# ---- dispatch_reg_tracker_flat ----
Fig. 1: dispatch_reg_tracker_flat, sequential cells colored by netlist name
(1.5 px per µm) Other sequential cells in the stronger gray, the rest of the logic in the fainter gray.
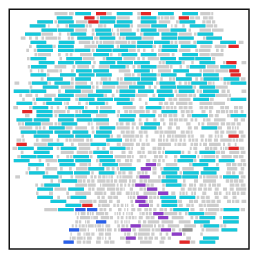

--- config.mk ---
export PLATFORM = sky130hd
export DESIGN_NAME = dispatch_reg_tracker_flat
export DESIGN_NICKNAME = d
export VERILOG_FILES = /design/src/rtl/dispatch_reg_tracker_if.sv /design/src/rtl/dispatch_reg_tracker.sv /design/src/flat_wrapper.sv
export SDC_FILE = /design/constraint.sdc
export NUM_CORES = 1
export LEC_CHECK = 0
export CORE_UTILIZATION = 60
export DETAILED_ROUTE_END_ITERATION = 7
export PLACE_DENSITY = 0.83
export REMOVE_ABC_BUFFERS = 1
export SLEW_MARGIN = 30
export SYNTH_ARGS = -nofsm -noshare
export SYNTH_HDL_FRONTEND = slang
export SYNTH_SLANG_ARGS = --single-unit
--- constraint.sdc ---
create_clock -name clock -period 3.8 [get_ports clock]
set_clock_uncertainty 0.15 [all_clocks]
set_input_delay 0.38 -clock clock [delete_from_list [all_inputs] [get_ports clock]]
set_output_delay 0.38 -clock clock [all_outputs]
set_load 0.02 [all_outputs]
--- src/rtl/dispatch_reg_tracker_if.sv ---
// dispatch_reg_tracker_if
// Groups the dispatch tracker's insert, delete, read, hazard-query and status
// signals. clock and reset are not part of this interface.
//   master : decode/issue side; drives requests and samples the results
//   slave  : the tracker itself
// Signals:
//   ins_valid/ins_ready/ins_rs1/ins_rs2/ins_rW/ins_index : insert channel
//   del_valid/del_index                                   : delete channel
//   rd_index/rd_data/rd_valid                             : registered read port
//   hz_rs1/hz_rs2/hz_rs1_busy/hz_rs2_busy                 : RAW busy query
//   count/full/empty                                      : occupancy status
interface dispatch_reg_tracker_if #(
    parameter int REG_W = 5,
    parameter int IDX_W = 4
);
    logic               ins_valid;
    logic               ins_ready;
    logic [REG_W-1:0]   ins_rs1;
    logic [REG_W-1:0]   ins_rs2;
    logic [REG_W-1:0]   ins_rW;
    logic [IDX_W-1:0]   ins_index;
    logic               del_valid;
    logic [IDX_W-1:0]   del_index;
    logic [IDX_W-1:0]   rd_index;
    logic [3*REG_W-1:0] rd_data;
    logic               rd_valid;
    logic [REG_W-1:0]   hz_rs1;
    logic [REG_W-1:0]   hz_rs2;
    logic               hz_rs1_busy;
    logic               hz_rs2_busy;
    logic [IDX_W:0]     count;
    logic               full;
    logic               empty;

    modport master (
        output ins_valid, ins_rs1, ins_rs2, ins_rW,
        output del_valid, del_index, rd_index, hz_rs1, hz_rs2,
        input  ins_ready, ins_index, rd_data, rd_valid,
        input  hz_rs1_busy, hz_rs2_busy, count, full, empty
    );

    modport slave (
        input  ins_valid, ins_rs1, ins_rs2, ins_rW,
        input  del_valid, del_index, rd_index, hz_rs1, hz_rs2,
        output ins_ready, ins_index, rd_data, rd_valid,
        output hz_rs1_busy, hz_rs2_busy, count, full, empty
    );
endinterface

--- src/rtl/dispatch_reg_tracker.sv ---
// dispatch_reg_tracker
// Holds in-flight instruction register tuples {rs1, rs2, rW}, one per slot.
// Inserts land in the lowest free slot, deletes free a slot, a registered read
// port returns a slot's tuple and valid bit, and a combinational busy check
// compares two source operands against the destinations still in flight.
// Ports:
//   clock : rising-edge clock for all state
//   reset : synchronous, active-high; clears all slots and the read port
//   bus   : dispatch_reg_tracker_if.slave (insert/delete/read/hazard/status)
module dispatch_reg_tracker #(
    parameter int REG_W     = 5,
    parameter int IDX_W     = 4,
    parameter bit IGNORE_X0 = 1'b1
) (
    input  logic                   clock,
    input  logic                   reset,
    dispatch_reg_tracker_if.slave  bus
);
    localparam int             DEPTH     = 1 << IDX_W;
    localparam int             ENT_W     = 3 * REG_W;
    localparam logic [IDX_W:0] DEPTH_CNT = (IDX_W+1)'(DEPTH);

    logic [DEPTH-1:0] valid_q;
    logic [ENT_W-1:0] entry_q [DEPTH];
    logic [IDX_W:0]   count_q;
    logic [ENT_W-1:0] rd_data_q;
    logic             rd_valid_q;

    logic [IDX_W-1:0] free_idx;
    logic             full_w;
    logic             empty_w;
    logic             ins_fire;
    logic             del_eff;
    logic             busy1;
    logic             busy2;

    // Lowest invalid slot; scanning downward lets the lowest match win.
    // Stays 0 when every slot is valid.
    always_comb begin
        free_idx = '0;
        for (int i = DEPTH - 1; i >= 0; i--) begin
            if (!valid_q[i]) free_idx = IDX_W'(i);
        end
    end

    assign full_w   = (count_q == DEPTH_CNT);
    assign empty_w  = (count_q == '0);
    assign ins_fire = bus.ins_valid && !full_w;
    assign del_eff  = bus.del_valid && valid_q[bus.del_index];

    // Busy check over slots valid at the start of the cycle: a same-cycle
    // insert is not yet visible and a same-cycle delete still is.
    always_comb begin
        busy1 = 1'b0;
        busy2 = 1'b0;
        for (int i = 0; i < DEPTH; i++) begin
            if (valid_q[i] && entry_q[i][REG_W-1:0] == bus.hz_rs1) busy1 = 1'b1;
            if (valid_q[i] && entry_q[i][REG_W-1:0] == bus.hz_rs2) busy2 = 1'b1;
        end
        if (IGNORE_X0 && bus.hz_rs1 == '0) busy1 = 1'b0;
        if (IGNORE_X0 && bus.hz_rs2 == '0) busy2 = 1'b0;
    end

    // free_idx only ever names an invalid slot and a delete only acts on a
    // valid one, so a same-cycle insert and delete never touch the same slot.
    always_ff @(posedge clock) begin
        if (reset) begin
            valid_q    <= '0;
            count_q    <= '0;
            rd_data_q  <= '0;
            rd_valid_q <= 1'b0;
            for (int i = 0; i < DEPTH; i++) entry_q[i] <= '0;
        end else begin
            rd_data_q  <= entry_q[bus.rd_index];
            rd_valid_q <= valid_q[bus.rd_index];
            if (del_eff) valid_q[bus.del_index] <= 1'b0;
            if (ins_fire) begin
                valid_q[free_idx] <= 1'b1;
                entry_q[free_idx] <= {bus.ins_rs1, bus.ins_rs2, bus.ins_rW};
            end
            case ({ins_fire, del_eff})
                2'b10:   count_q <= count_q + 1'b1;
                2'b01:   count_q <= count_q - 1'b1;
                default: count_q <= count_q;
            endcase
        end
    end

    assign bus.ins_ready   = !full_w;
    assign bus.ins_index   = free_idx;
    assign bus.rd_data     = rd_data_q;
    assign bus.rd_valid    = rd_valid_q;
    assign bus.hz_rs1_busy = busy1;
    assign bus.hz_rs2_busy = busy2;
    assign bus.count       = count_q;
    assign bus.full        = full_w;
    assign bus.empty       = empty_w;
endmodule

--- src/flat_wrapper.sv ---
// flat-port wrapper written by rule: the top's interface ports become plain ports
module dispatch_reg_tracker_flat 
#(
    parameter int REG_W     = 5,
    parameter int IDX_W     = 4,
    parameter bit IGNORE_X0 = 1'b1
)
  (clock, reset, bus_ins_valid, bus_ins_rs1, bus_ins_rs2, bus_ins_rW, bus_del_valid, bus_del_index, bus_rd_index, bus_hz_rs1, bus_hz_rs2, bus_ins_ready, bus_ins_index, bus_rd_data, bus_rd_valid, bus_hz_rs1_busy, bus_hz_rs2_busy, bus_count, bus_full, bus_empty);
  dispatch_reg_tracker_if #(.REG_W(REG_W), .IDX_W(IDX_W)) bus_i ();
  input  logic clock;
  input  logic reset;
  input wire logic [$bits(bus_i.ins_valid)-1:0] bus_ins_valid;
  input wire logic [$bits(bus_i.ins_rs1)-1:0] bus_ins_rs1;
  input wire logic [$bits(bus_i.ins_rs2)-1:0] bus_ins_rs2;
  input wire logic [$bits(bus_i.ins_rW)-1:0] bus_ins_rW;
  input wire logic [$bits(bus_i.del_valid)-1:0] bus_del_valid;
  input wire logic [$bits(bus_i.del_index)-1:0] bus_del_index;
  input wire logic [$bits(bus_i.rd_index)-1:0] bus_rd_index;
  input wire logic [$bits(bus_i.hz_rs1)-1:0] bus_hz_rs1;
  input wire logic [$bits(bus_i.hz_rs2)-1:0] bus_hz_rs2;
  output wire logic [$bits(bus_i.ins_ready)-1:0] bus_ins_ready;
  output wire logic [$bits(bus_i.ins_index)-1:0] bus_ins_index;
  output wire logic [$bits(bus_i.rd_data)-1:0] bus_rd_data;
  output wire logic [$bits(bus_i.rd_valid)-1:0] bus_rd_valid;
  output wire logic [$bits(bus_i.hz_rs1_busy)-1:0] bus_hz_rs1_busy;
  output wire logic [$bits(bus_i.hz_rs2_busy)-1:0] bus_hz_rs2_busy;
  output wire logic [$bits(bus_i.count)-1:0] bus_count;
  output wire logic [$bits(bus_i.full)-1:0] bus_full;
  output wire logic [$bits(bus_i.empty)-1:0] bus_empty;
  assign bus_i.ins_valid = bus_ins_valid;
  assign bus_i.ins_rs1 = bus_ins_rs1;
  assign bus_i.ins_rs2 = bus_ins_rs2;
  assign bus_i.ins_rW = bus_ins_rW;
  assign bus_i.del_valid = bus_del_valid;
  assign bus_i.del_index = bus_del_index;
  assign bus_i.rd_index = bus_rd_index;
  assign bus_i.hz_rs1 = bus_hz_rs1;
  assign bus_i.hz_rs2 = bus_hz_rs2;
  assign bus_ins_ready = bus_i.ins_ready;
  assign bus_ins_index = bus_i.ins_index;
  assign bus_rd_data = bus_i.rd_data;
  assign bus_rd_valid = bus_i.rd_valid;
  assign bus_hz_rs1_busy = bus_i.hz_rs1_busy;
  assign bus_hz_rs2_busy = bus_i.hz_rs2_busy;
  assign bus_count = bus_i.count;
  assign bus_full = bus_i.full;
  assign bus_empty = bus_i.empty;
  dispatch_reg_tracker #(.REG_W(REG_W), .IDX_W(IDX_W), .IGNORE_X0(IGNORE_X0)) u_core (.clock(clock), .reset(reset), .bus(bus_i));
endmodule
# ---- traffic_request_conditioner ----
==> src/rtl/traffic_pkg.sv <==
// Shared constants for the 4-way traffic controller request path.
package traffic_pkg;

    localparam int unsigned NUM_LANES = 4;
    localparam int unsigned LANE_W    = 2;
    localparam int unsigned AGE_W     = 8;

    // LANE_W already names the index width, so west is spelled out.
    typedef enum logic [LANE_W-1:0] {
        LANE_N    = 2'd0,
        LANE_E    = 2'd1,
        LANE_S    = 2'd2,
        LANE_WEST = 2'd3
    } lane_e;

endpackage

==> src/rtl/traffic_debounce.sv <==
// One lane of sensor conditioning: 2-FF synchronizer, debounce counter,
// accepted level and a registered pulse on each accepted 0->1 transition.
module traffic_debounce #(
    parameter int unsigned DEBOUNCE_CYCLES = 50_000,
    parameter int unsigned CNT_W           = 16
) (
    input  logic clk,
    input  logic rst_n,
    input  logic ena_i,
    input  logic sensor_i,
    output logic rise_o
);

    localparam logic [CNT_W-1:0] CNT_LAST = CNT_W'(DEBOUNCE_CYCLES - 1);

    logic             sync1_q;
    logic             sync2_q;
    logic             level_q, level_d;
    logic [CNT_W-1:0] cnt_q, cnt_d;
    logic             rise_q, rise_d;

    always_ff @(posedge clk or negedge rst_n) begin
        if (!rst_n) begin
            sync1_q <= 1'b0;
            sync2_q <= 1'b0;
        end else begin
            sync1_q <= sensor_i;
            sync2_q <= sync1_q;
        end
    end

    always_comb begin
        level_d = level_q;
        cnt_d   = cnt_q;
        if (sync2_q == level_q) begin
            cnt_d = '0;
        end else if (cnt_q == CNT_LAST) begin
            level_d = sync2_q;
            cnt_d   = '0;
        end else begin
            cnt_d = cnt_q + CNT_W'(1);
        end
        rise_d = level_d & ~level_q;
    end

    always_ff @(posedge clk or negedge rst_n) begin
        if (!rst_n) begin
            level_q <= 1'b0;
            cnt_q   <= '0;
            rise_q  <= 1'b0;
        end else if (ena_i) begin
            level_q <= level_d;
            cnt_q   <= cnt_d;
            rise_q  <= rise_d;
        end else begin
            rise_q  <= 1'b0;
        end
    end

    assign rise_o = rise_q;

endmodule

==> src/rtl/traffic_request_conditioner.sv <==
// Debounces lane sensors into sticky requests, ages pending lanes and
// nominates the longest-waiting one for the downstream arbiter.
module traffic_request_conditioner #(
    parameter int unsigned NUM_LANES       = traffic_pkg::NUM_LANES,
    parameter int unsigned DEBOUNCE_CYCLES = 50_000,
    parameter int unsigned CNT_W           = 16,
    parameter int unsigned AGE_W           = traffic_pkg::AGE_W
) (
    input  logic                           clk,
    input  logic                           rst_n,
    input  logic                           ena,
    input  logic [NUM_LANES-1:0]           sensor_in,
    input  logic                           age_tick,
    input  logic                           serve_valid,
    input  logic [traffic_pkg::LANE_W-1:0] serve_lane,
    output logic [NUM_LANES-1:0]           req_pending,
    output logic [NUM_LANES-1:0]           req_rise,
    output logic                           req_any,
    output logic                           oldest_valid,
    output logic [traffic_pkg::LANE_W-1:0] oldest_lane
);

    localparam int unsigned LW = traffic_pkg::LANE_W;

    logic [NUM_LANES-1:0] rise_w;
    logic [NUM_LANES-1:0] pend_q, pend_d;
    logic [NUM_LANES-1:0] rise_q;
    logic [AGE_W-1:0]     age_q [NUM_LANES];
    logic [AGE_W-1:0]     age_d [NUM_LANES];
    logic                 oldest_valid_q, oldest_valid_d;
    logic [LW-1:0]        oldest_lane_q, oldest_lane_d;
    logic [AGE_W-1:0]     best_age;

    for (genvar g = 0; g < NUM_LANES; g++) begin : g_lane
        traffic_debounce #(
            .DEBOUNCE_CYCLES(DEBOUNCE_CYCLES),
            .CNT_W          (CNT_W)
        ) u_debounce (
            .clk     (clk),
            .rst_n   (rst_n),
            .ena_i   (ena),
            .sensor_i(sensor_in[g]),
            .rise_o  (rise_w[g])
        );
    end

    // An accepted rise outranks a same-cycle serve: the lane stays pending with a fresh age.
    always_comb begin
        pend_d = pend_q;
        for (int unsigned i = 0; i < NUM_LANES; i++) begin
            age_d[i] = age_q[i];
            if (rise_w[i]) begin
                pend_d[i] = 1'b1;
                age_d[i]  = '0;
            end else if (serve_valid && serve_lane == LW'(i)) begin
                pend_d[i] = 1'b0;
                age_d[i]  = '0;
            end else if (!pend_q[i]) begin
                age_d[i]  = '0;
            end else if (age_tick && age_q[i] != '1) begin
                age_d[i]  = age_q[i] + AGE_W'(1);
            end
        end
    end

    always_comb begin
        oldest_valid_d = 1'b0;
        oldest_lane_d  = '0;
        best_age       = '0;
        for (int unsigned i = 0; i < NUM_LANES; i++) begin
            if (pend_q[i] && (!oldest_valid_d || age_q[i] > best_age)) begin
                oldest_valid_d = 1'b1;
                oldest_lane_d  = LW'(i);
                best_age       = age_q[i];
            end
        end
    end

    always_ff @(posedge clk or negedge rst_n) begin
        if (!rst_n) begin
            pend_q         <= '0;
            rise_q         <= '0;
            age_q          <= '{default: '0};
            oldest_valid_q <= 1'b0;
            oldest_lane_q  <= '0;
        end else if (ena) begin
            pend_q         <= pend_d;
            rise_q         <= rise_w;
            age_q          <= age_d;
            oldest_valid_q <= oldest_valid_d;
            oldest_lane_q  <= oldest_lane_d;
        end else begin
            rise_q         <= '0;
        end
    end

    assign req_pending  = pend_q;
    assign req_rise     = rise_q & {NUM_LANES{ena}};
    assign req_any      = |pend_q;
    assign oldest_valid = oldest_valid_q;
    assign oldest_lane  = oldest_lane_q;

endmodule

==> config.mk <==
export PLATFORM = sky130hd
export DESIGN_NAME = traffic_request_conditioner
export DESIGN_NICKNAME = d
export VERILOG_FILES = /design/src/rtl/traffic_pkg.sv /design/src/rtl/traffic_debounce.sv /design/src/rtl/traffic_request_conditioner.sv
export SDC_FILE = /design/constraint.sdc
export NUM_CORES = 1
export LEC_CHECK = 0
export ABC_AREA = 1
export CORE_ASPECT_RATIO = 0.5
export CORE_UTILIZATION = 44
export DETAILED_ROUTE_END_ITERATION = 12
export HOLD_SLACK_MARGIN = 0.03
export PLACE_DENSITY = 0.63
export SYNTH_ARGS = -nofsm -noshare
export SYNTH_HDL_FRONTEND = slang
export SYNTH_SLANG_ARGS = --single-unit
export TNS_END_PERCENT = 20
==> constraint.sdc <==
create_clock -name clk -period 3.8 [get_ports clk]
set_clock_uncertainty 0.2 [all_clocks]
set_input_delay 0.38 -clock clk [delete_from_list [all_inputs] [get_ports clk]]
set_output_delay 0.38 -clock clk [all_outputs]
set_load 0.005 [all_outputs]
# ---- keyboard_event_decoder ----
<file path="config.mk">
export PLATFORM = sky130hd
export DESIGN_NAME = keyboard_event_decoder
export DESIGN_NICKNAME = d
export VERILOG_FILES = /design/src/rtl/kbd_pkg.sv /design/src/rtl/kbd_event_fifo.sv /design/src/rtl/keyboard_event_decoder.sv
export SDC_FILE = /design/constraint.sdc
export NUM_CORES = 1
export LEC_CHECK = 0
export CORE_MARGIN = 2
export CORE_UTILIZATION = 55
export CTS_BUF_LIST = sky130_fd_sc_hd__clkbuf_4 sky130_fd_sc_hd__clkbuf_8
export CTS_CLUSTER_SIZE = 25
export DETAILED_ROUTE_END_ITERATION = 8
export GPL_TIMING_DRIVEN = 0
export PLACE_DENSITY = 0.83
export SLEW_MARGIN = 20
export SYNTH_ARGS = -nofsm -noshare
export SYNTH_HDL_FRONTEND = slang
export SYNTH_SLANG_ARGS = --single-unit
</file>
<file path="constraint.sdc">
create_clock -name Clock -period 3.2 [get_ports Clock]
set_clock_uncertainty 0.15 [all_clocks]
set_input_delay 0.64 -clock Clock [delete_from_list [all_inputs] [get_ports Clock]]
set_output_delay 0.64 -clock Clock [all_outputs]
set_load 0.1 [all_outputs]
</file>
<file path="src/rtl/kbd_pkg.sv">
// Shared keyboard definitions: widths, the queued event record, repeat-timer states
// and the calculator key map used by both this decoder and the command decoder.
package kbd_pkg;
    localparam int KEY_W  = 16;
    localparam int CODE_W = 4;

    typedef struct packed {
        logic              rpt;
        logic [CODE_W-1:0] code;
    } kbd_event_t;

    typedef enum logic [1:0] {
        ST_IDLE   = 2'd0,
        ST_DELAY  = 2'd1,
        ST_REPEAT = 2'd2
    } rpt_state_e;

    // Calculator key map: code = 4*row + col.
    localparam logic [CODE_W-1:0] KEY_7   = 4'd0,  KEY_8   = 4'd1,  KEY_9  = 4'd2,  KEY_DIV = 4'd3;
    localparam logic [CODE_W-1:0] KEY_4   = 4'd4,  KEY_5   = 4'd5,  KEY_6  = 4'd6,  KEY_MUL = 4'd7;
    localparam logic [CODE_W-1:0] KEY_1   = 4'd8,  KEY_2   = 4'd9,  KEY_3  = 4'd10, KEY_SUB = 4'd11;
    localparam logic [CODE_W-1:0] KEY_CLR = 4'd12, KEY_0   = 4'd13, KEY_EQ = 4'd14, KEY_ADD = 4'd15;

    function automatic logic [CODE_W-1:0] lowest_set(input logic [KEY_W-1:0] v);
        lowest_set = '0;
        for (int i = KEY_W - 1; i >= 0; i--) begin
            if (v[i]) lowest_set = CODE_W'(i);
        end
    endfunction
endpackage

</file>
<file path="src/rtl/kbd_event_fifo.sv">
// Synchronous show-ahead FIFO for key events; the head entry is visible on dout
// whenever empty is low. Full uses the pre-pop count.
module kbd_event_fifo #(
    parameter int WIDTH = 5,
    parameter int DEPTH = 4
) (
    input  logic             Clock,
    input  logic             Reset,
    input  logic             push,
    input  logic [WIDTH-1:0] din,
    output logic             full,
    input  logic             pop,
    output logic [WIDTH-1:0] dout,
    output logic             empty
);
    localparam int AW = $clog2(DEPTH);

    logic [WIDTH-1:0] mem_q [DEPTH];
    logic [AW-1:0]    wr_ptr_q;
    logic [AW-1:0]    rd_ptr_q;
    logic [AW:0]      count_q;
    logic             do_push;
    logic             do_pop;

    assign full    = (count_q == (AW+1)'(DEPTH));
    assign empty   = (count_q == '0);
    assign do_push = push && !full;
    assign do_pop  = pop && !empty;
    assign dout    = mem_q[rd_ptr_q];

    always_ff @(posedge Clock or negedge Reset) begin
        if (!Reset) begin
            for (int i = 0; i < DEPTH; i++) mem_q[i] <= '0;
            wr_ptr_q <= '0;
            rd_ptr_q <= '0;
            count_q  <= '0;
        end else begin
            if (do_push) begin
                mem_q[wr_ptr_q] <= din;
                wr_ptr_q        <= wr_ptr_q + AW'(1);
            end
            if (do_pop) rd_ptr_q <= rd_ptr_q + AW'(1);
            count_q <= count_q + {{AW{1'b0}}, do_push} - {{AW{1'b0}}, do_pop};
        end
    end
endmodule

</file>
<file path="src/rtl/keyboard_event_decoder.sv">
// Turns the debounced key bitmap into press / typematic-repeat events queued for the
// calculator core. Fresh presses always win over repeats for the single push slot.
module keyboard_event_decoder
    import kbd_pkg::*;
#(
    parameter int RPT_DELAY  = 50_000_000,
    parameter int RPT_PERIOD = 10_000_000,
    parameter int DEPTH      = 4
) (
    input  logic              Clock,
    input  logic              Reset,
    input  logic [KEY_W-1:0]  keys,
    output logic              ev_valid,
    output logic [CODE_W-1:0] ev_code,
    output logic              ev_repeat,
    input  logic              ev_ready,
    output logic              overflow,
    output logic              multi
);
    localparam int CNT_MAX = (RPT_DELAY > RPT_PERIOD) ? RPT_DELAY : RPT_PERIOD;
    localparam int CNT_W   = $clog2(CNT_MAX);
    localparam logic [CNT_W-1:0] DLY_LAST = CNT_W'(RPT_DELAY - 1);
    localparam logic [CNT_W-1:0] PER_LAST = CNT_W'(RPT_PERIOD - 1);

    logic [KEY_W-1:0]  keys_q, pend_q, pend_d, press, sel_mask;
    logic [CODE_W-1:0] sel_code, active_q, active_d;
    logic              press_push, rpt_fire;
    logic              multi_q, overflow_q, overflow_d;
    rpt_state_e        state_q, state_d;
    logic [CNT_W-1:0]  cnt_q, cnt_d;
    logic              fifo_full, fifo_empty, fifo_push;
    kbd_event_t        fifo_din, fifo_dout;

    // Keys released before their press could be queued fall out of pend via the & keys term.
    always_comb begin
        press      = keys & ~keys_q;
        press_push = (pend_q != '0) && !fifo_full;
        sel_code   = lowest_set(pend_q);
        sel_mask   = press_push ? (KEY_W'(1) << sel_code) : '0;
        pend_d     = (pend_q | press) & keys & ~sel_mask;
    end

    always_ff @(posedge Clock or negedge Reset) begin
        if (!Reset) begin
            keys_q     <= '0;
            pend_q     <= '0;
            multi_q    <= 1'b0;
            overflow_q <= 1'b0;
        end else begin
            keys_q     <= keys;
            pend_q     <= pend_d;
            multi_q    <= (keys & (keys - KEY_W'(1))) != '0;
            overflow_q <= overflow_d;
        end
    end

    always_ff @(posedge Clock or negedge Reset) begin
        if (!Reset) begin
            state_q  <= ST_IDLE;
            cnt_q    <= '0;
            active_q <= '0;
        end else begin
            state_q  <= state_d;
            cnt_q    <= cnt_d;
            active_q <= active_d;
        end
    end

    // A new press restarts the timer and swallows any repeat expiring in the same cycle.
    always_comb begin
        state_d  = state_q;
        cnt_d    = cnt_q;
        active_d = active_q;
        rpt_fire = 1'b0;
        if (press_push) begin
            active_d = sel_code;
            cnt_d    = '0;
            state_d  = ST_DELAY;
        end else if (state_q != ST_IDLE) begin
            if (!keys_q[active_q]) begin
                cnt_d   = '0;
                state_d = ST_IDLE;
            end else if (state_q == ST_DELAY && cnt_q == DLY_LAST) begin
                cnt_d    = '0;
                rpt_fire = 1'b1;
                state_d  = ST_REPEAT;
            end else if (state_q == ST_REPEAT && cnt_q == PER_LAST) begin
                cnt_d    = '0;
                rpt_fire = 1'b1;
            end else begin
                cnt_d = cnt_q + CNT_W'(1);
            end
        end
    end

    always_comb begin
        fifo_push  = press_push || (rpt_fire && !fifo_full);
        overflow_d = rpt_fire && fifo_full;
        fifo_din   = press_push ? kbd_event_t'{rpt: 1'b0, code: sel_code}
                                : kbd_event_t'{rpt: 1'b1, code: active_q};
    end

    kbd_event_fifo #(
        .WIDTH ($bits(kbd_event_t)),
        .DEPTH (DEPTH)
    ) u_fifo (
        .Clock (Clock),
        .Reset (Reset),
        .push  (fifo_push),
        .din   (fifo_din),
        .full  (fifo_full),
        .pop   (ev_ready),
        .dout  (fifo_dout),
        .empty (fifo_empty)
    );

    assign ev_valid  = !fifo_empty;
    assign ev_code   = fifo_dout.code;
    assign ev_repeat = fifo_dout.rpt;
    assign overflow  = overflow_q;
    assign multi     = multi_q;
endmodule

</file>
# ---- regfile_wb_arbiter_flat ----
File: src/rtl/regfile_wb_arbiter_if.sv
// Write-port sharing bus: the WB-stage and long-latency write requests, the
// decode-stage hazard probe, and the merged RegFile write port.
interface regfile_wb_arbiter_if #(
  parameter int WORD_LEN  = 32,
  parameter int REG_IDX_W = 5,
  parameter int ADDR_SIZE = 32
);
  // pipeline WB stage
  logic                 pipe_we;
  logic [REG_IDX_W-1:0] pipe_waddr;
  logic [WORD_LEN-1:0]  pipe_wdata;
  logic [ADDR_SIZE-1:0] pipe_pc;
  // long-latency unit
  logic                 mc_valid;
  logic                 mc_ready;
  logic [REG_IDX_W-1:0] mc_waddr;
  logic [WORD_LEN-1:0]  mc_wdata;
  logic [ADDR_SIZE-1:0] mc_pc;
  // hazard unit
  logic [REG_IDX_W-1:0] rd_addr1;
  logic [REG_IDX_W-1:0] rd_addr2;
  logic                 pend_hit;
  logic                 stall_pipe;
  logic                 buf_kill;
  // RegFile write port
  logic                 rf_we;
  logic [REG_IDX_W-1:0] rf_waddr;
  logic [WORD_LEN-1:0]  rf_wdata;
  logic [ADDR_SIZE-1:0] rf_pc;

  // Producer side: WB stage, long-latency unit, decode, and observers.
  modport master (
    output pipe_we, pipe_waddr, pipe_wdata, pipe_pc,
    output mc_valid, mc_waddr, mc_wdata, mc_pc,
    output rd_addr1, rd_addr2,
    input  mc_ready, pend_hit, stall_pipe, buf_kill,
    input  rf_we, rf_waddr, rf_wdata, rf_pc
  );

  // Arbiter side.
  modport slave (
    input  pipe_we, pipe_waddr, pipe_wdata, pipe_pc,
    input  mc_valid, mc_waddr, mc_wdata, mc_pc,
    input  rd_addr1, rd_addr2,
    output mc_ready, pend_hit, stall_pipe, buf_kill,
    output rf_we, rf_waddr, rf_wdata, rf_pc
  );
endinterface

File: src/rtl/regfile_wb_arbiter.sv
// Arbitrates the single RegFile write port between the in-order WB stage and a
// long-latency result held in a 1-entry buffer. WB wins by default; the held
// result drains on idle WB cycles, or is forced through after MAX_WAIT lost
// cycles by stalling the pipeline for one cycle. A younger WB write to the same
// register kills the held result so write order per register is preserved.
module regfile_wb_arbiter #(
  parameter int WORD_LEN  = 32,
  parameter int REG_IDX_W = 5,
  parameter int ADDR_SIZE = 32,
  parameter int MAX_WAIT  = 4
) (
  input logic                 clk,
  input logic                 rstn,
  regfile_wb_arbiter_if.slave bus
);
  localparam int CW = $clog2(MAX_WAIT + 1);

  typedef enum logic [1:0] {IDLE, HELD, FORCE} state_t;

  state_t               r_state, w_state_nxt;
  logic [CW-1:0]        r_wait_cnt, w_wait_nxt, w_wait_inc;
  logic                 r_buf_kill, w_kill_nxt;
  logic [REG_IDX_W-1:0] r_buf_waddr;
  logic [WORD_LEN-1:0]  r_buf_wdata;
  logic [ADDR_SIZE-1:0] r_buf_pc;

  logic                 w_pw, w_buf_valid, w_load, w_same_dst;
  logic                 w_stall, w_rf_we;
  logic [REG_IDX_W-1:0] w_rf_waddr;
  logic [WORD_LEN-1:0]  w_rf_wdata;
  logic [ADDR_SIZE-1:0] w_rf_pc;

  // Effective pipe write, buffer occupancy and accept qualification.
  always_comb begin
    w_pw        = bus.pipe_we && (bus.pipe_waddr != '0);
    w_buf_valid = (r_state != IDLE);
    // x0 results complete the handshake but never occupy the buffer
    w_load      = bus.mc_valid && !w_buf_valid && (bus.mc_waddr != '0);
    w_same_dst  = (bus.pipe_waddr == r_buf_waddr);
    w_wait_inc  = r_wait_cnt + CW'(1);
  end

  // Next state, wait counter and write-port mux.
  always_comb begin
    w_state_nxt = r_state;
    w_wait_nxt  = r_wait_cnt;
    w_kill_nxt  = 1'b0;
    w_stall     = 1'b0;
    w_rf_we     = w_pw;
    w_rf_waddr  = bus.pipe_waddr;
    w_rf_wdata  = bus.pipe_wdata;
    w_rf_pc     = bus.pipe_pc;
    case (r_state)
      IDLE: begin
        if (w_load) w_state_nxt = HELD;
      end
      HELD: begin
        if (!w_pw) begin
          // WB idle: drain the held result
          w_rf_we     = 1'b1;
          w_rf_waddr  = r_buf_waddr;
          w_rf_wdata  = r_buf_wdata;
          w_rf_pc     = r_buf_pc;
          w_state_nxt = IDLE;
          w_wait_nxt  = '0;
        end else if (w_same_dst) begin
          // younger WB write supersedes the held one
          w_kill_nxt  = 1'b1;
          w_state_nxt = IDLE;
          w_wait_nxt  = '0;
        end else begin
          w_wait_nxt = w_wait_inc;
          if (w_wait_inc == CW'(MAX_WAIT)) w_state_nxt = FORCE;
        end
      end
      FORCE: begin
        // pipeline frozen; it re-presents the same WB next cycle
        w_stall     = 1'b1;
        w_rf_we     = 1'b1;
        w_rf_waddr  = r_buf_waddr;
        w_rf_wdata  = r_buf_wdata;
        w_rf_pc     = r_buf_pc;
        w_state_nxt = IDLE;
        w_wait_nxt  = '0;
      end
      default: begin
        w_state_nxt = IDLE;
        w_wait_nxt  = '0;
      end
    endcase
  end

  // Control state: FSM, wait counter, kill pulse.
  always_ff @(posedge clk or negedge rstn) begin
    if (!rstn) begin
      r_state    <= IDLE;
      r_wait_cnt <= '0;
      r_buf_kill <= 1'b0;
    end else begin
      r_state    <= w_state_nxt;
      r_wait_cnt <= w_wait_nxt;
      r_buf_kill <= w_kill_nxt;
    end
  end

  // Holding buffer payload, captured on accept.
  always_ff @(posedge clk or negedge rstn) begin
    if (!rstn) begin
      r_buf_waddr <= '0;
      r_buf_wdata <= '0;
      r_buf_pc    <= '0;
    end else if (w_load) begin
      r_buf_waddr <= bus.mc_waddr;
      r_buf_wdata <= bus.mc_wdata;
      r_buf_pc    <= bus.mc_pc;
    end
  end

  assign bus.mc_ready   = !w_buf_valid;
  assign bus.pend_hit   = w_buf_valid && (r_buf_waddr != '0) &&
                          ((bus.rd_addr1 == r_buf_waddr) || (bus.rd_addr2 == r_buf_waddr));
  assign bus.stall_pipe = w_stall;
  assign bus.buf_kill   = r_buf_kill;
  assign bus.rf_we      = w_rf_we;
  assign bus.rf_waddr   = w_rf_waddr;
  assign bus.rf_wdata   = w_rf_wdata;
  assign bus.rf_pc      = w_rf_pc;
endmodule

File: src/flat_wrapper.sv
// flat-port wrapper written by rule: the top's interface ports become plain ports
module regfile_wb_arbiter_flat 
#(
  parameter int WORD_LEN  = 32,
  parameter int REG_IDX_W = 5,
  parameter int ADDR_SIZE = 32,
  parameter int MAX_WAIT  = 4
)
  (clk, rstn, bus_pipe_we, bus_pipe_waddr, bus_pipe_wdata, bus_pipe_pc, bus_mc_valid, bus_mc_waddr, bus_mc_wdata, bus_mc_pc, bus_rd_addr1, bus_rd_addr2, bus_mc_ready, bus_pend_hit, bus_stall_pipe, bus_buf_kill, bus_rf_we, bus_rf_waddr, bus_rf_wdata, bus_rf_pc);
  regfile_wb_arbiter_if #(.WORD_LEN(WORD_LEN), .REG_IDX_W(REG_IDX_W), .ADDR_SIZE(ADDR_SIZE)) bus_i ();
  input logic clk;
  input logic rstn;
  input wire logic [$bits(bus_i.pipe_we)-1:0] bus_pipe_we;
  input wire logic [$bits(bus_i.pipe_waddr)-1:0] bus_pipe_waddr;
  input wire logic [$bits(bus_i.pipe_wdata)-1:0] bus_pipe_wdata;
  input wire logic [$bits(bus_i.pipe_pc)-1:0] bus_pipe_pc;
  input wire logic [$bits(bus_i.mc_valid)-1:0] bus_mc_valid;
  input wire logic [$bits(bus_i.mc_waddr)-1:0] bus_mc_waddr;
  input wire logic [$bits(bus_i.mc_wdata)-1:0] bus_mc_wdata;
  input wire logic [$bits(bus_i.mc_pc)-1:0] bus_mc_pc;
  input wire logic [$bits(bus_i.rd_addr1)-1:0] bus_rd_addr1;
  input wire logic [$bits(bus_i.rd_addr2)-1:0] bus_rd_addr2;
  output wire logic [$bits(bus_i.mc_ready)-1:0] bus_mc_ready;
  output wire logic [$bits(bus_i.pend_hit)-1:0] bus_pend_hit;
  output wire logic [$bits(bus_i.stall_pipe)-1:0] bus_stall_pipe;
  output wire logic [$bits(bus_i.buf_kill)-1:0] bus_buf_kill;
  output wire logic [$bits(bus_i.rf_we)-1:0] bus_rf_we;
  output wire logic [$bits(bus_i.rf_waddr)-1:0] bus_rf_waddr;
  output wire logic [$bits(bus_i.rf_wdata)-1:0] bus_rf_wdata;
  output wire logic [$bits(bus_i.rf_pc)-1:0] bus_rf_pc;
  assign bus_i.pipe_we = bus_pipe_we;
  assign bus_i.pipe_waddr = bus_pipe_waddr;
  assign bus_i.pipe_wdata = bus_pipe_wdata;
  assign bus_i.pipe_pc = bus_pipe_pc;
  assign bus_i.mc_valid = bus_mc_valid;
  assign bus_i.mc_waddr = bus_mc_waddr;
  assign bus_i.mc_wdata = bus_mc_wdata;
  assign bus_i.mc_pc = bus_mc_pc;
  assign bus_i.rd_addr1 = bus_rd_addr1;
  assign bus_i.rd_addr2 = bus_rd_addr2;
  assign bus_mc_ready = bus_i.mc_ready;
  assign bus_pend_hit = bus_i.pend_hit;
  assign bus_stall_pipe = bus_i.stall_pipe;
  assign bus_buf_kill = bus_i.buf_kill;
  assign bus_rf_we = bus_i.rf_we;
  assign bus_rf_waddr = bus_i.rf_waddr;
  assign bus_rf_wdata = bus_i.rf_wdata;
  assign bus_rf_pc = bus_i.rf_pc;
  regfile_wb_arbiter #(.WORD_LEN(WORD_LEN), .REG_IDX_W(REG_IDX_W), .ADDR_SIZE(ADDR_SIZE), .MAX_WAIT(MAX_WAIT)) u_core (.clk(clk), .rstn(rstn), .bus(bus_i));
endmodule
File: config.mk
export PLATFORM = sky130hd
export DESIGN_NAME = regfile_wb_arbiter_flat
export DESIGN_NICKNAME = d
export VERILOG_FILES = /design/src/rtl/regfile_wb_arbiter_if.sv /design/src/rtl/regfile_wb_arbiter.sv /design/src/flat_wrapper.sv
export SDC_FILE = /design/constraint.sdc
export NUM_CORES = 1
export LEC_CHECK = 0
export CORE_MARGIN = 2
export CORE_UTILIZATION = 35
export CTS_CLUSTER_DIAMETER = 100
export DETAILED_ROUTE_END_ITERATION = 12
export GPL_TIMING_DRIVEN = 0
export PLACE_DENSITY = 0.75
export SYNTH_ARGS = -nofsm -noshare
export SYNTH_HDL_FRONTEND = slang
export SYNTH_SLANG_ARGS = --single-unit
File: constraint.sdc
create_clock -name clk -period 5.58 [get_ports clk]
set_input_delay 1.395 -clock clk [delete_from_list [all_inputs] [get_ports clk]]
set_output_delay 1.395 -clock clk [all_outputs]
set_load 0.05 [all_outputs]

==> layout pictures side by side <==
Cells colored by class.
panel A
(2 px per µm)
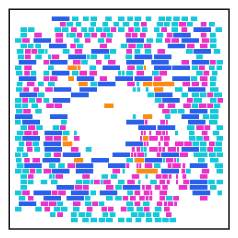
panel B
(1.5 px per µm)
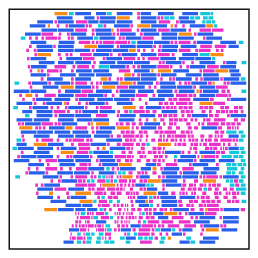
panel C
(2 px per µm)
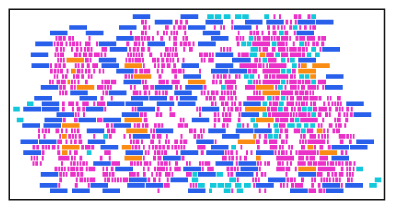
panel D
(3 px per µm)
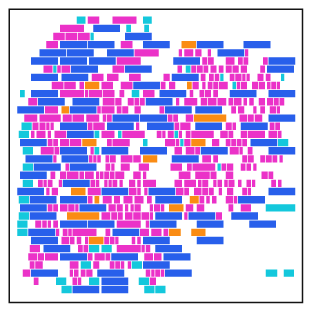
The one with the smallest die is panel D.
keyboard_event_decoder: panel D
regfile_wb_arbiter_flat: panel A
traffic_request_conditioner: panel C
dispatch_reg_tracker_flat: panel B

Key to panel D:
remaining buffers and delay cells: in cyan, cells 42, share of their area 6.4%. registers: in blue, cells 93, share of their area 44%. clock drivers and dummy loads: in orange, cells 16, share of their area 4.2%. remaining logic cells: in magenta, cells 359, share of their area 46%.

Fig. 2: keyboard_event_decoder, sequential cells colored by netlist name
(3 px per µm) Other sequential cells in the stronger gray, the rest of the logic in the fainter gray.
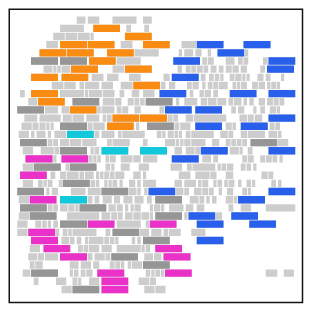
`active_q`: in cyan, placed flops 4. `cnt_q`: in blue, placed flops 26. `keys_q`: in magenta, placed flops 16. `u_fifo.mem_q`: in orange, placed flops 20.
Another 27 sequential cells are not colored.
Seq power: 1.55 mW
FF+latch area: 0.00233 mm²
Core Util, Final: 0.636
Seq area share: 0.426

Fig. 3: keyboard_event_decoder, I/O nets highlighted
(4 px per µm)
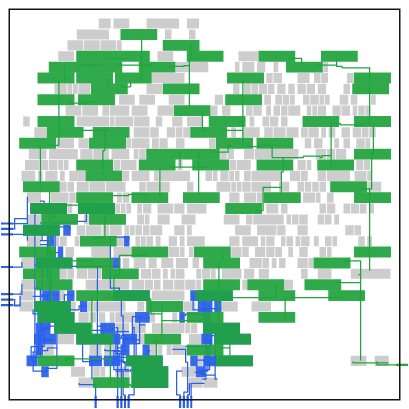
`keys`: in blue, bits 16, direction input, edge 9 south, 7 west, end cells 52, buffers 16, wire 742 µm. `Reset`: in green, bits 1, direction input, edge east, end cells 93, buffers 3, wire 637 µm.
Port Buffers: 26
Ports: 27

==> Changelog: implementation, keyboard_event_decoder <==
### Changed

- Status: complete, no violations
- P_leak: 2.39 nW
- Yosys synthesis chip area: 0.00478 mm²
- Final #Nets: 532
- Placed inst area: 0.00520 mm²
- Peak supply drop: 806 µV
- RePlAce Congestion: 0.890
- Vias per inst: 6.41
- Row count: 34
- Slew at the pin closest to its max-slew limit: 0.961 ns
- Area Growth Syn to Fin: 14.4%
- Fillers: 655
- P_int: 2.45 mW
- Post-synth EDFFs: 0
- Mux area share: 0.0819
- Clock Sinks: 93
- F_max: 326 MHz
- Most instantiated library cell after synthesis: dfrtp_1
- Final setup violation count: 0
- DR top layer: met4
- Total negative slack: 0 ns
- R2R Setup Slk: 0.23 ns
- Clk latency late pin: 0.37 ns
- Top logic family: simple AND/OR/NAND/NOR gates
- Flops after synth: 93
- CLK BUF: 9
- P_clk: 0.881 mW
[keyboard_event_decoder: cells in the final DEF (no fill, tap or decap), types with 7 or more instances in the layout]
master	instances
nor4_1	11
dfrtp_1	93
clkbuf_8	9
nand2_1	32
a21oi_1	31
and3_1	8
mux2_2	12
o21ai_0	31
ha_1	7
nand4_1	7
clkdlybuf4s50_1	20
nor3_1	13
or3_1	14
nand3_1	32
inv_1	32
nor2_1	20
clkbuf_1	8
mux4_2	8
Fig. 4: regfile_wb_arbiter_flat, I/O nets highlighted
(4 px per µm)
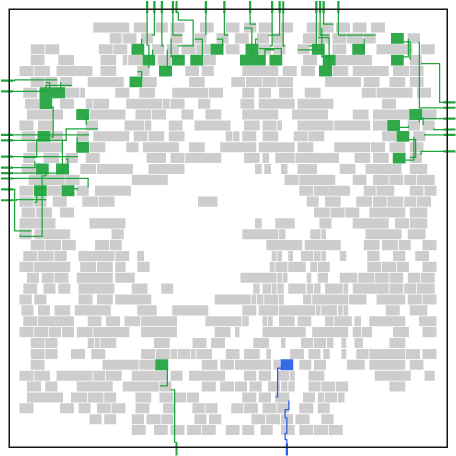
`bus_pend_hit`: in blue, bits 1, direction output, edge south, end cells 1, buffers 1, wire 21.9 µm. `bus_rf_wdata`: in green, bits 32, direction output, edge 15 north, 10 west, 6 east, 1 south, end cells 32, buffers 32, wire 564 µm.
Ports: 226
Port Buffers: 225

Fig. 5: regfile_wb_arbiter_flat, placement view
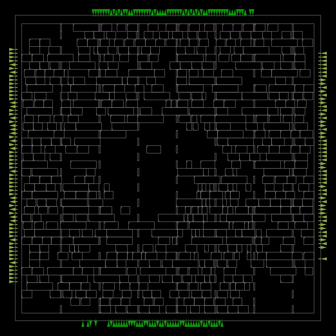
n_taps: 140
fillers: 927

==> Changelog: implementation, regfile_wb_arbiter_flat <==
### Changed

- Post-synth EDFFs: 0
- DR top layer: met4
- Largest registers: u_core.r_buf_pc (32), u_core.r_buf_wdata (32), u_core.r_buf_waddr (5)
- Synth Flop Type: dfrtp_1
- FF-to-FF End: u_core.r_buf_wdata[1]
- Synth Instances: 309
- Buffer count from post-CTS setup fixing: 0
- Worst Hold Depth: 1
- Placed inst area: 0.00631 mm²
- Synth top area cells: dfrtp_1 (49%), mux2_2 (20%), a22o_1 (16%)
- Layout Cells excl Fill: 691
- Post-synth ARST share: 1.00
- Total Power: 3.61 mW
- Vias in the first global route: 3,602
- Final ANT Viol Nets: 0
- Status: complete, no violations
- Synthesized Nets: 467
- Hold Path End: u_core.r_buf_pc[3]
- Yosys adder share: 0.0194
- Place WS: -0.204 ns
- Inserted Clock Buffers: 9
- CTS tree: built
- Non-Clock Buffer Area Fraction: 0.366
- Non-CTS buffers: 255
- Worst endpoint required time: 4.18 ns
- R2r startpoint: u_core.r_state[0]
- Post-synth top cells: dfrtp_1 (75), a22o_1 (69), mux2_2 (69), buf_2 (13), clkbuf_1 (11)
## regfile_wb_arbiter_flat: power breakdown
group	internal (mW)	switching [mW]
combinational	0.825	1.36
sequential	0.810	0.153
clock	0.253	0.211
total	1.89	1.72
## regfile_wb_arbiter_flat: critical path, cell delays in order
cell	delay, ns
clkdlybuf4s50_1	0.48
or4_4	0.58
o211ai_2	0.19
nand2_1	0.31
buf_2	0.31
buf_6	0.16
a22o_1	0.18
dlygate4sd2_1	0.42
## regfile_wb_arbiter_flat: timing repair
item | 4_1_cts | 5_1_grt
gates resized | 61 | 9
setup endpoints to repair | 60 | 9
pin swaps | 0 | 0
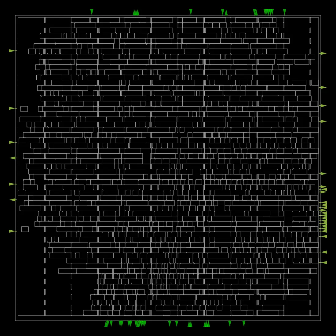
Fig. 6. Placement view (dispatch_reg_tracker_flat).
total core area: 0.0242 mm²
Layout Cells excl Fill: 1,510
row count: 57
n_taps: 324
Seq area share: 0.471

About Fig. 1:
`u_core.entry_q`: in cyan, placed flops 240, where widely spread. `u_core.valid_q`: in purple, placed flops 16, where south. `u_core.bus.count`: in blue, placed flops 5. `u_core.bus.rd_data`: in red, placed flops 15, where widely spread.
Another 1 sequential cells are not colored.
Core Util, Final: 0.696
FF+latch area: 0.00795 mm²
Seq power: 3.54 mW

==> Changelog: implementation, dispatch_reg_tracker_flat <==
### Changed

- Peak supply drop: 359 µV
- Commonest Layout Cell: and2_1
- F_max: 285 MHz
- P_leak: 6.10 nW
- Clk latency late pin: 0.57 ns
- Final #Nets: 1,205
- Root Buffer: clkbuf_16
- Area leader, netlist: edfxtp_1
- CLK BUF: 43
- Inverter count: 11
- Hold_buf cts: 0
- Port Buffers: 66
- RSZ-0062 raised after global routing: no
- Setup ws final: 0.287 ns
- Crit Path Class: in2out
- Status: complete, no violations
- Seq cells: 277
- Sw Pwr: 1.75 mW
- Synth warn: 0
- Place WS: -0.0701 ns
- WP buf/inv: 3
- Inserted Clock Buffers: 29
- First-iteration detailed-routing DRC count: 1,008
- Top pwr grp: registers
- Non-CTS buffers: 116
- Pwr per Cell Area: 424 mW/mm²
- Average routed wire per standard cell: 26.9 µm
-- dispatch_reg_tracker_flat: routing by layer --
metal,track usage,share of wire,vias up
met5,0,0,-
met4,0.151,0.049,0
met3,0.0449,0.096,155
met2,0.547,0.49,666
met1,0.430,0.36,4836
li1,-,-,4122
-- dispatch_reg_tracker_flat: cells by family (layout without fill, tap and decap cells) --
logic type                 after synthesis  in the layout  synth area share
AOI/OAI and AO/OA                       42             42            0.0198
and+or+nand+nor                        433            433             0.183
buffers and inverters                   93            181            0.0276
adders and majority gates                5              5           0.00475
muxes                                   85             85             0.130
xor gates and xnor gates               163            163            0.0967
DFF                                    277            277             0.538
Fig. 7: traffic_request_conditioner, sequential cells colored by netlist name
(2 px per µm) Other sequential cells in the stronger gray, the rest of the logic in the fainter gray.
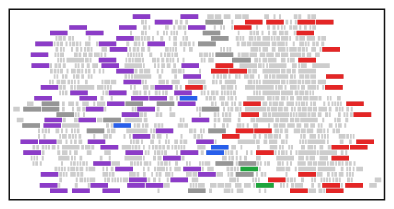
`oldest_lane`: in green, placed flops 2. `age_q`: in red, placed flops 32. `g_lane.u_debounce.cnt_q`: in purple, placed flops 64. `g_lane.u_debounce.rise_o`: in blue, placed flops 4.
Another 21 sequential cells are not colored.
Seq power: 1.47 mW
FF+latch area: 0.00308 mm²

==> Changelog: implementation, traffic_request_conditioner <==
### Changed

- Synthesized Nets: 1,058
- Post-synth top cells: nand2_1 (241), inv_1 (142), dfrtp_1 (123), nand3_1 (99), nor2_1 (91)
- Post-synth ARST share: 1.00
- Routed length on met2: 8590 µm
- Core Util, Final: 0.564
- MI comb area: 0.00418 mm²
- Slew HR: 0.323
- Met2 Track Usage GR: 0.368
- Hpwl dp: 12,800 µm
- Synth top area cells: dfrtp_1 (41%), nand2_1 (12%), inv_1 (7.1%)
- Seq cells: 123
- WP buf/inv: 4
- Worst stage delay on the critical path: 0.42 ns
- Worst Reg-to-Reg Cells: 35
- Total core area: 0.0166 mm²
- Final setup violation count: 2
- Commonest Layout Cell: nand2_1
- Most instantiated library cell after synthesis: nand2_1
- Status: finished, violations left
- Log Warnings: 31
- Area Growth Syn to Fin: 24.1%
- Flops after synth: 123
- Largest Register: g_lane.u_debounce.cnt_q
- Top pwr grp: the clock network
- Peak supply drop: 318 µV
- Average routed wire per standard cell: 13.9 µm
- Setup ws final: -0.369 ns
- Violated checks: setup timing
## traffic_request_conditioner: kinds of logic after synthesis
| group | after synthesis | synth area share |
|---|---|---|
| buf+inv | 165 | 0.0865 |
| mux | 3 | 0.00399 |
| xor+xnor | 24 | 0.0279 |
| compound gates | 115 | 0.0847 |
| flops | 123 | 0.409 |
| fa+ha+maj | 32 | 0.0532 |
| simple gates | 553 | 0.335 |
## traffic_request_conditioner: timing repair
action	4_1_cts	5_1_grt
hold buffers	1	0
resized	30	37
pin swaps	32	23
gates cloned	2	0
endpoints found under the setup margin	2	2
buffers inserted	6	0
endpoints found under the hold margin	105	0


==> layout pictures side by side <==
Clock distribution.
shot_01.png
(3 px per µm)
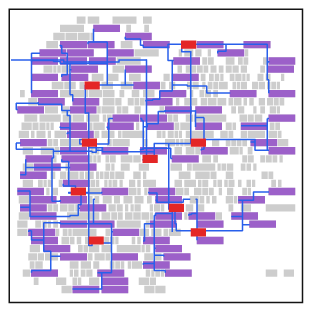
shot_02.png
(2 px per µm)
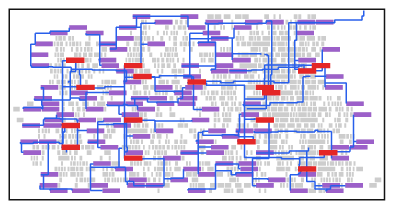
shot_03.png
(1.5 px per µm)
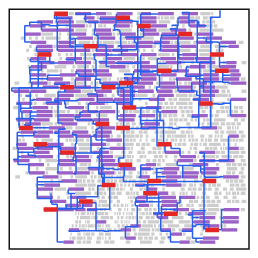
shot_04.png
(2 px per µm)
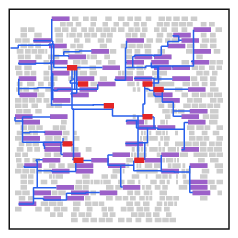
shot_03.png comes from dispatch_reg_tracker_flat.
shot_01.png comes from keyboard_event_decoder.
shot_02.png comes from traffic_request_conditioner.
shot_04.png comes from regfile_wb_arbiter_flat.

Key to shot_02.png:
clock-net drivers: in red, count 17. clock wires: in blue, length 2,120 µm. flip-flops: in purple, count 123.
There are 18 routed clock nets. Position of the flops: widely spread.

Power figures rest on the tool's default switching activity, not on a simulated workload.
